==================== pc_sequencer
File: src/rtl/pc_sequencer.sv
// Fetch sequencer for the 8-bit instruction ROM: owns the program counter,
// launches one of three stored programs, and tracks halt / watchdog status.
`timescale 1ns/1ps
module pc_sequencer #(
    parameter logic [7:0]  PROG0_BASE = 8'h00,
    parameter logic [7:0]  PROG1_BASE = 8'h3D,
    parameter logic [7:0]  PROG2_BASE = 8'h6D,
    parameter logic [7:0]  HALT_OP    = 8'b00000010,
    parameter logic [15:0] MAX_CYCLES = 16'd4096
) (
    input  logic        clck,
    input  logic        reset,
    input  logic        start_i,
    input  logic [1:0]  prog_sel_i,
    input  logic        abort_i,
    input  logic        stall_i,
    input  logic [7:0]  instr_i,
    input  logic        branch_taken_i,
    input  logic [7:0]  branch_target_i,
    output logic [7:0]  pc_o,
    output logic        instr_valid_o,
    output logic        busy_o,
    output logic        done_o,
    output logic        timeout_o,
    output logic        sel_err_o,
    output logic [15:0] cycle_cnt_o,
    output logic [15:0] retired_cnt_o,
    output logic [1:0]  state_dbg_o
);

    typedef enum logic [1:0] {
        S_IDLE   = 2'd0,
        S_RUN    = 2'd1,
        S_HALTED = 2'd2
    } state_t;

    state_t      state, state_n;
    logic [7:0]  pc_n;
    logic [15:0] cyc_n, ret_n;
    logic        done_n, timeout_n, sel_err_n;

    logic        in_run, can_start, start_ok, start_bad;
    logic        halt_ret, wd_hit;
    logic [15:0] cyc_inc, ret_inc;
    logic [7:0]  base_addr;

    // Counters saturate rather than wrap so a runaway run never looks short.
    assign cyc_inc = (cycle_cnt_o == 16'hFFFF) ? cycle_cnt_o : cycle_cnt_o + 16'd1;
    assign ret_inc = (retired_cnt_o == 16'hFFFF) ? retired_cnt_o : retired_cnt_o + 16'd1;

    assign in_run    = (state == S_RUN);
    assign can_start = ((state == S_IDLE) || (state == S_HALTED && !abort_i)) && start_i;
    assign start_ok  = can_start && (prog_sel_i != 2'd3);
    assign start_bad = can_start && (prog_sel_i == 2'd3);
    assign halt_ret  = in_run && !abort_i && !stall_i && (instr_i == HALT_OP);
    assign wd_hit    = in_run && !abort_i && !halt_ret && (cyc_inc >= MAX_CYCLES);

    always_comb begin
        base_addr = PROG0_BASE;
        case (prog_sel_i)
            2'd1:    base_addr = PROG1_BASE;
            2'd2:    base_addr = PROG2_BASE;
            default: base_addr = PROG0_BASE;
        endcase
    end

    // State and datapath registers.
    always_ff @(posedge clck or negedge reset) begin
        if (!reset) begin
            state         <= S_IDLE;
            pc_o          <= 8'h00;
            cycle_cnt_o   <= 16'd0;
            retired_cnt_o <= 16'd0;
            done_o        <= 1'b0;
            timeout_o     <= 1'b0;
            sel_err_o     <= 1'b0;
        end else begin
            state         <= state_n;
            pc_o          <= pc_n;
            cycle_cnt_o   <= cyc_n;
            retired_cnt_o <= ret_n;
            done_o        <= done_n;
            timeout_o     <= timeout_n;
            sel_err_o     <= sel_err_n;
        end
    end

    always_comb begin
        state_n = state;
        case (state)
            S_IDLE: begin
                if (start_ok) state_n = S_RUN;
            end
            S_RUN: begin
                if (abort_i)       state_n = S_IDLE;
                else if (halt_ret) state_n = S_HALTED;
                else if (wd_hit)   state_n = S_HALTED;
            end
            S_HALTED: begin
                if (abort_i)       state_n = S_IDLE;
                else if (start_ok) state_n = S_RUN;
            end
            default: state_n = S_IDLE;
        endcase
    end

    // The watchdog cycle still retires its instruction; it only ends the run.
    always_comb begin
        pc_n      = pc_o;
        cyc_n     = cycle_cnt_o;
        ret_n     = retired_cnt_o;
        done_n    = 1'b0;
        timeout_n = timeout_o;
        sel_err_n = sel_err_o;
        if (start_ok) begin
            pc_n      = base_addr;
            cyc_n     = 16'd0;
            ret_n     = 16'd0;
            timeout_n = 1'b0;
            sel_err_n = 1'b0;
        end
        if (start_bad) sel_err_n = 1'b1;
        if (in_run && !abort_i) begin
            cyc_n = cyc_inc;
            if (!stall_i) begin
                ret_n = ret_inc;
                if (halt_ret)            done_n = 1'b1;
                else if (branch_taken_i) pc_n = branch_target_i;
                else                     pc_n = pc_o + 8'd1;
            end
            if (wd_hit) timeout_n = 1'b1;
        end
    end

    assign instr_valid_o = in_run && !stall_i;
    assign busy_o        = in_run;
    assign state_dbg_o   = state;

endmodule

File: config.mk
export PLATFORM = sky130hd
export DESIGN_NAME = pc_sequencer
export DESIGN_NICKNAME = d
export VERILOG_FILES = /design/src/rtl/pc_sequencer.sv
export SDC_FILE = /design/constraint.sdc
export NUM_CORES = 1
export LEC_CHECK = 0
export CORE_ASPECT_RATIO = 1.5
export CORE_UTILIZATION = 48
export DETAILED_ROUTE_END_ITERATION = 8
export PLACE_DENSITY_LB_ADDON = 0.2
export SYNTH_ARGS = -nofsm -noshare
export SYNTH_HDL_FRONTEND = slang
export SYNTH_SLANG_ARGS = --single-unit
File: constraint.sdc
create_clock -name clck -period 2.4 [get_ports clck]
set_input_delay 0.48 -clock clck [delete_from_list [all_inputs] [get_ports clck]]
set_output_delay 0.48 -clock clck [all_outputs]
set_load 0.005 [all_outputs]
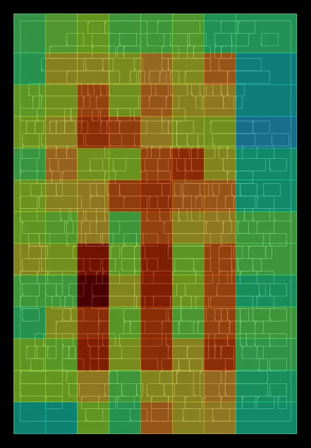
Figure 1: pc_sequencer, track usage over the die.
met1 Resource Use GR: 0.2772
most used routing layer: met2
met2 Resource Use GR: 0.4211

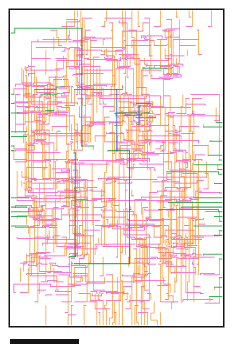
Figure 2: pc_sequencer, routed metal, one color a layer.
Scale bar: 20 um.
magenta -> metal 1  # wire length 2520 um
green -> metal 3  # wire length 277 um
blue -> metal 4  # wire length 120 um
orange -> metal 2  # wire length 3260 um

==> run summary <==
run metrics: dpl hpwl 4.559 mm, Non-clock inverters 5, Gate power share 0.262, num tapcells 68, Net Switching 0.5601 mW, # placed instances 413, Non-Clock Buffer Area Fraction 0.2282, r2r startpoint retired_cnt_o[0]$_DFFE_PN0P_, Root Driver clkbuf_8, crit path DAT 2.34 ns, WS Path Type flip-flop to flip-flop, Log Warnings 28, Worst VDD drop 0.3351 mV, yosys simple share 0.2271, Post-synth top cells dfrtp_1, nand2_1, nand3_1, DRT iter0 DRCs 89, gr usage total 0.2406, Chip Area, Yosys 0.002551 mm^2, asr flop ratio synth 1.000, relative slew slack 0.6214, Synth cell types 48, clock tree buffer depth 2, first-pass GRT wire length 10.36 mm, most frequent cell after synthesis dfrtp_1, mux share 0.06032, Largest stage delay, worst path 0.43 ns, Top logic family simple AND/OR/NAND/NOR gates, cell family with most CP delay simple AND/OR/NAND/NOR gates, wl on met1 2.519 mm, Slew @ Worst Pin 0.5679 ns, CTS tree built, Hold Vio Cnt, Final 0, Comb power 0.504 mW, flop count 45, die area 0.005617 mm^2, yosys cell count 273, synth-to-layout area growth 36.24%, TritonCTS buffer count 5, P_clk 0.481 mW, top flop regs cycle_cnt_o x16, retired_cnt_o x16, pc_o x8, ratio of cells with drive above 1 in the final layout 0.09659, area of the multi-input gates 0.001366 mm^2, post-route clock period utilization 0.8867, top-area cell type share of the netlist area 0.4414, Worst R2R End retired_cnt_o[6]$_DFFE_PN0P_, sequential logic power 0.939 mW, sequential share of power 0.488, Registers, synthesis 45, Net Count, Synth 303, synthesized instance count 273, Die Wd 61.53 um, Nets 382, Non-clk bufs 83, commonest non-fill, non-tap cells in the layout clkdlybuf4s50_1, dfrtp_1, nand2_1, post-route ant nets 0, Fmax 0.4699 GHz, Area contributors post-synth dfrtp_1, mux2i_1, nand2_1, nand3_1, o21ai_0, crit start category flip-flop, run status completed, core area 0.005125 mm^2, max layer used met4, clock latency reported for the late side of the worst-skew pair 0.30 ns, Port Buffers 70, initial antenna violation count 0, RSZ-0062 raised after global routing false, die height 91.29 um, vias in the first global route 2342, DR pass1 iterations 4, clk cell area share 0.02484, crit path capture retired_cnt_o[6]$_DFFE_PN0P_
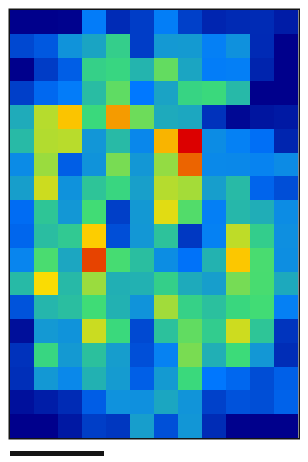
Figure 3: pc_sequencer, wire density map.
Scale bar: 20 um. The die is cut into 12 by 18 equal tiles; dark blue is low, red is high, scaled to the fullest tile. Values are wire area over tile area, all layers added.
tiles over half the peak = 18%
fullest tile = 0.52
nearly empty tiles = 6.5%
emptiest ninth of the die = north-east
DR vias: 2415
drt total wl: 6.179 mm

## through the flow
stage / setup slack [ns] / utilization / instance area [um^2] / hold WS [ns]
2_1_floorplan: 0.5550 / - / 2551 / 0.1844
3_3_place_gp: 0.04506 / 0.6614 / 3390 / 0.4890
3_5_place_dp: 0.004717 / 0.6614 / 3390 / 0.4987
4_1_cts: 0.2423 / 0.6782 / 3476 / 0.2776
5_1_grt: 0.03365 / 0.6782 / 3476 / 0.3116
6_report: 0.2719 / 0.6782 / 3476 / 0.2557

==================== seq_booth_multiplier
Figure 4. Track usage over the die (seq_booth_multiplier).
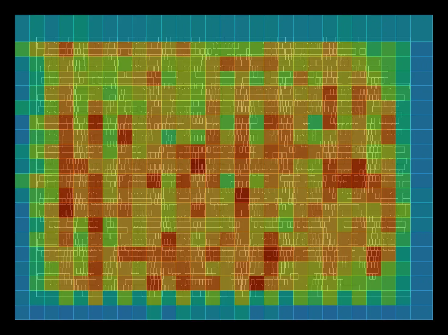
Figure 5. Wire density map (seq_booth_multiplier).
Scale bar: 50 um. The die is cut into 39 by 29 equal tiles; dark blue is low, red is high, scaled to the fullest tile. Values are wire area over tile area, all layers added.
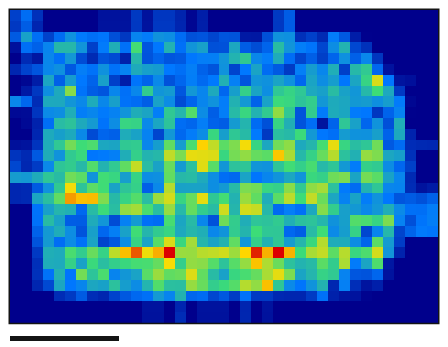
**src/rtl/seq_booth_multiplier.sv**
```systemverilog
// ---------------------------------------------------------------------------
// seq_booth_multiplier
//
// Radix-4 Booth sequential multiplier. Two NUMBITS-wide operands, each
// independently signed or unsigned per transaction, produce a 2*NUMBITS
// product. Two multiplier bits are retired per cycle.
//
// Ports:
//   clk        rising-edge clock
//   reset      asynchronous, active-low reset
//   num_a      multiplicand
//   num_b      multiplier (Booth-recoded)
//   a_signed   1: num_a is two's complement, 0: unsigned
//   b_signed   1: num_b is two's complement, 0: unsigned
//   valid_src  source presents operands
//   ready_src  block accepts operands this cycle (IDLE, reset released)
//   product    result, held stable while valid_dst is high
//   valid_dst  product is valid
//   ready_dst  destination consumes the product
//   fsm_state  debug view of the FSM: 0 = IDLE, 1 = CALC, 2 = DONE
//
// Handshake: a transfer happens on the rising edge where valid and ready
// are both 1. Operands are only sampled on the accept edge; valid_src is
// ignored outside IDLE and ready_dst is ignored outside DONE. Once raised,
// valid_dst stays high until the transfer edge.
//
// Optional feature (macro SEQ_BOOTH_EARLY_TERM_EN): leave CALC as soon as
// every remaining multiplier bit (including b[-1]) is identical, since all
// remaining Booth digits are then zero. Latency becomes 2..ITER+1.
// Without the macro, latency is fixed at ITER+1 and no extra logic exists.
// ---------------------------------------------------------------------------
module seq_booth_multiplier #(
    parameter int NUMBITS = 16
) (
    input  logic                   clk,
    input  logic                   reset,
    input  logic [NUMBITS-1:0]     num_a,
    input  logic [NUMBITS-1:0]     num_b,
    input  logic                   a_signed,
    input  logic                   b_signed,
    input  logic                   valid_src,
    output logic                   ready_src,
    output logic [2*NUMBITS-1:0]   product,
    output logic                   valid_dst,
    input  logic                   ready_dst,
    output logic [1:0]             fsm_state
);

    localparam int PW   = 2 * NUMBITS;
    // Multiplier extension is even so it splits into whole radix-4 digits,
    // and at least one bit wider than the operand so an unsigned value
    // stays positive when read as two's complement.
    localparam int BW   = (NUMBITS % 2 == 0) ? NUMBITS + 2 : NUMBITS + 1;
    localparam int ITER = (NUMBITS + 2) / 2;
    localparam int CW   = $clog2(ITER + 1);

    typedef enum logic [1:0] {
        IDLE = 2'd0,
        CALC = 2'd1,
        DONE = 2'd2
    } state_t;

    state_t          state;
    state_t          state_next;
    logic [PW-1:0]   mcand;
    logic [PW-1:0]   acc;
    logic [PW-1:0]   acc_next;
    logic [BW:0]     mplier;        // bit 0 holds b[-1]
    logic [BW:0]     mplier_next;
    logic [CW-1:0]   iter_cnt;
    logic            last_step;

    // Arithmetic shift keeps the vacated top bits equal to the extension
    // bit, so the "all remaining bits identical" test stays meaningful.
    assign mplier_next = {{2{mplier[BW]}}, mplier[BW:2]};

    `ifdef SEQ_BOOTH_EARLY_TERM_EN
    assign last_step = (iter_cnt == CW'(1)) ||
                       (mplier_next == '0) || (mplier_next == '1);
    `else
    assign last_step = (iter_cnt == CW'(1));
    `endif

    // Booth digit applied to the accumulator, modulo 2^PW.
    always_comb begin
        acc_next = acc;
        case (mplier[2:0])
            3'b001, 3'b010: acc_next = acc + mcand;
            3'b011:         acc_next = acc + {mcand[PW-2:0], 1'b0};
            3'b100:         acc_next = acc - {mcand[PW-2:0], 1'b0};
            3'b101, 3'b110: acc_next = acc - mcand;
            default:        acc_next = acc;
        endcase
    end

    // FSM: state register
    always_ff @(posedge clk or negedge reset) begin
        if (!reset) begin
            state <= IDLE;
        end else begin
            state <= state_next;
        end
    end

    // FSM: next-state logic
    always_comb begin
        state_next = state;
        case (state)
            IDLE:    if (valid_src) state_next = CALC;
            CALC:    if (last_step) state_next = DONE;
            DONE:    if (ready_dst) state_next = IDLE;
            default: state_next = IDLE;
        endcase
    end

    // FSM: outputs. ready_src is gated by reset so it reads 0 while the
    // block is held in reset even though the state is already IDLE.
    always_comb begin
        ready_src = (state == IDLE) && reset;
        valid_dst = (state == DONE);
        product   = acc;
        fsm_state = state;
    end

    // Datapath
    always_ff @(posedge clk or negedge reset) begin
        if (!reset) begin
            mcand    <= '0;
            mplier   <= '0;
            acc      <= '0;
            iter_cnt <= '0;
        end else begin
            case (state)
                IDLE: begin
                    if (valid_src) begin
                        mcand    <= {{NUMBITS{a_signed & num_a[NUMBITS-1]}}, num_a};
                        mplier   <= {{(BW-NUMBITS){b_signed & num_b[NUMBITS-1]}},
                                     num_b, 1'b0};
                        acc      <= '0;
                        iter_cnt <= CW'(ITER);
                    end
                end
                CALC: begin
                    acc      <= acc_next;
                    mcand    <= mcand << 2;
                    mplier   <= mplier_next;
                    iter_cnt <= iter_cnt - CW'(1);
                end
                default: begin
                end
            endcase
        end
    end

endmodule

```
**config.mk**
```make
export PLATFORM = sky130hd
export DESIGN_NAME = seq_booth_multiplier
export DESIGN_NICKNAME = d
export VERILOG_FILES = /design/src/rtl/seq_booth_multiplier.sv
export SDC_FILE = /design/constraint.sdc
export NUM_CORES = 1
export LEC_CHECK = 0
export ABC_AREA = 1
export CELL_PAD_IN_SITES_DETAIL_PLACEMENT = 0
export CELL_PAD_IN_SITES_GLOBAL_PLACEMENT = 1
export CORE_ASPECT_RATIO = 0.7
export CORE_MARGIN = 10
export CORE_UTILIZATION = 42
export DETAILED_ROUTE_END_ITERATION = 8
export HOLD_SLACK_MARGIN = 0.06
export PLACE_DENSITY_LB_ADDON = 0.25
export SLEW_MARGIN = 30
export SYNTH_ARGS = -nofsm -noshare
export SYNTH_HDL_FRONTEND = slang
export SYNTH_SLANG_ARGS = --single-unit
```
**constraint.sdc**
```tcl
create_clock -name clk -period 4 [get_ports clk]
set_clock_uncertainty 0.1 [all_clocks]
set_input_delay 0.4 -clock clk [delete_from_list [all_inputs] [get_ports clk]]
set_output_delay 0.4 -clock clk [all_outputs]
set_load 0.02 [all_outputs]
```
==> run summary <==
run metrics: asr flop ratio synth 1.000, Init Core Util 0.4259, number of remaining DRC errors 0, crit path capture product[31]$_DFFE_PN0P_, R2R depth 25, ant diodes 0, vias per cell 5.551, ratio of cells with drive above 1 in the final layout 0.06360, most frequent logic cell in the layout nand2_1, TritonCTS buffer count 9, Nets 1641, met2 wire length 14.59 mm, synthesized instance count 1467, cell family with most CP delay simple AND/OR/NAND/NOR gates, post-route clock period utilization 0.9363, core area 0.02156 mm^2, WS Path Type flip-flop to flip-flop, sequential area share after synthesis 0.2425, clock latency reported for the late side of the worst-skew pair 0.37 ns, WL met3 2.771 mm, Registers, synthesis 89, met1 Resource Use GR 0.3565, Fmax 0.2670 GHz, worst path bufs/invs 4, DR vias 10119, Final Wtd Congestion 0.9632, synth-to-layout area growth 17.64%, top-area cell type share of the netlist area 0.2425, Final Instance Area 0.01081 mm^2, Port Buffers 73, Synth warnings 0, Hold Vio Cnt, Final 0, post-route non-filler standard cell count 1823, Top logic family simple AND/OR/NAND/NOR gates, post-CTS sizing 1, Post-synth top cells nand2_1, o21ai_0, inv_1, yosys aoi share 0.2219, run status completed, hold_buf cts 1, Place WS -0.02437 ns, met3 usage 0.05400, Net Count, Synth 1571, Log Warnings 28, Hold WS 0.3850 ns, Largest stage delay, worst path 0.41 ns, Synth cell types 45, row cnt 45, yosys simple share 0.3329, DR pass1 iterations 8, Crit path top cell by count nand2_1, crit start category flip-flop, crit end category flip-flop, worst hold-check path type flip-flop to flip-flop, r2r startpoint mcand[0]$_DFFE_PN0P_, max layer used met4, Worst R2R End product[31]$_DFFE_PN0P_, Slew @ Worst Pin 0.8185 ns
About Figure 4:
Final Util: 0.5011
most used routing layer: met1
met2 Resource Use GR: 0.3421
drt wl/cell: 19.14 um

About Figure 5:
mean over tiles = 0.20
fullest tile = 0.71
densest ninth of the die = center
emptiest ninth of the die = north-east
tiles over half the peak = 14%
nearly empty tiles = 19%

==> area by class of cell <==
cell class,count,area (um^2),area share
multi-input cells,1174,6309,0.5838
flip-flops and latches,89,2227,0.2061
repair buffers,102,960.9,0.08893
inverters,161,604.3,0.05593
well taps,282,352.8,0.03265
clock buffers,11,252.7,0.02339
clock inverters,4,98.84,0.009148
==> flip-flops by register name (all words and copies together) (netlist names) <==
signal	cells
fsm_state	2
iter_cnt	4
mcand	32
mplier	19
product	32


## Gallery

Cell classes on the final placement.
picture 1
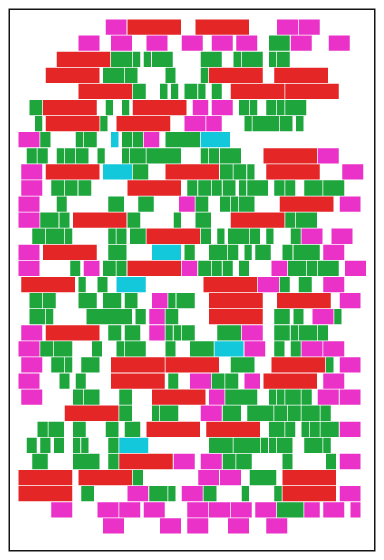
picture 2
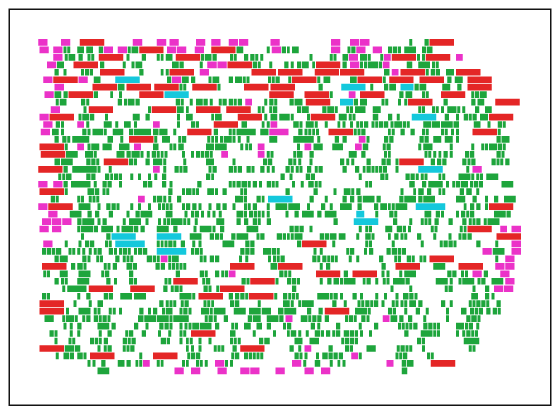
Of these, most sequential cells: picture 2
Of these, most cells: picture 2
picture 2: seq_booth_multiplier
picture 1: pc_sequencer

Power is estimated from default activity; no workload was simulated.
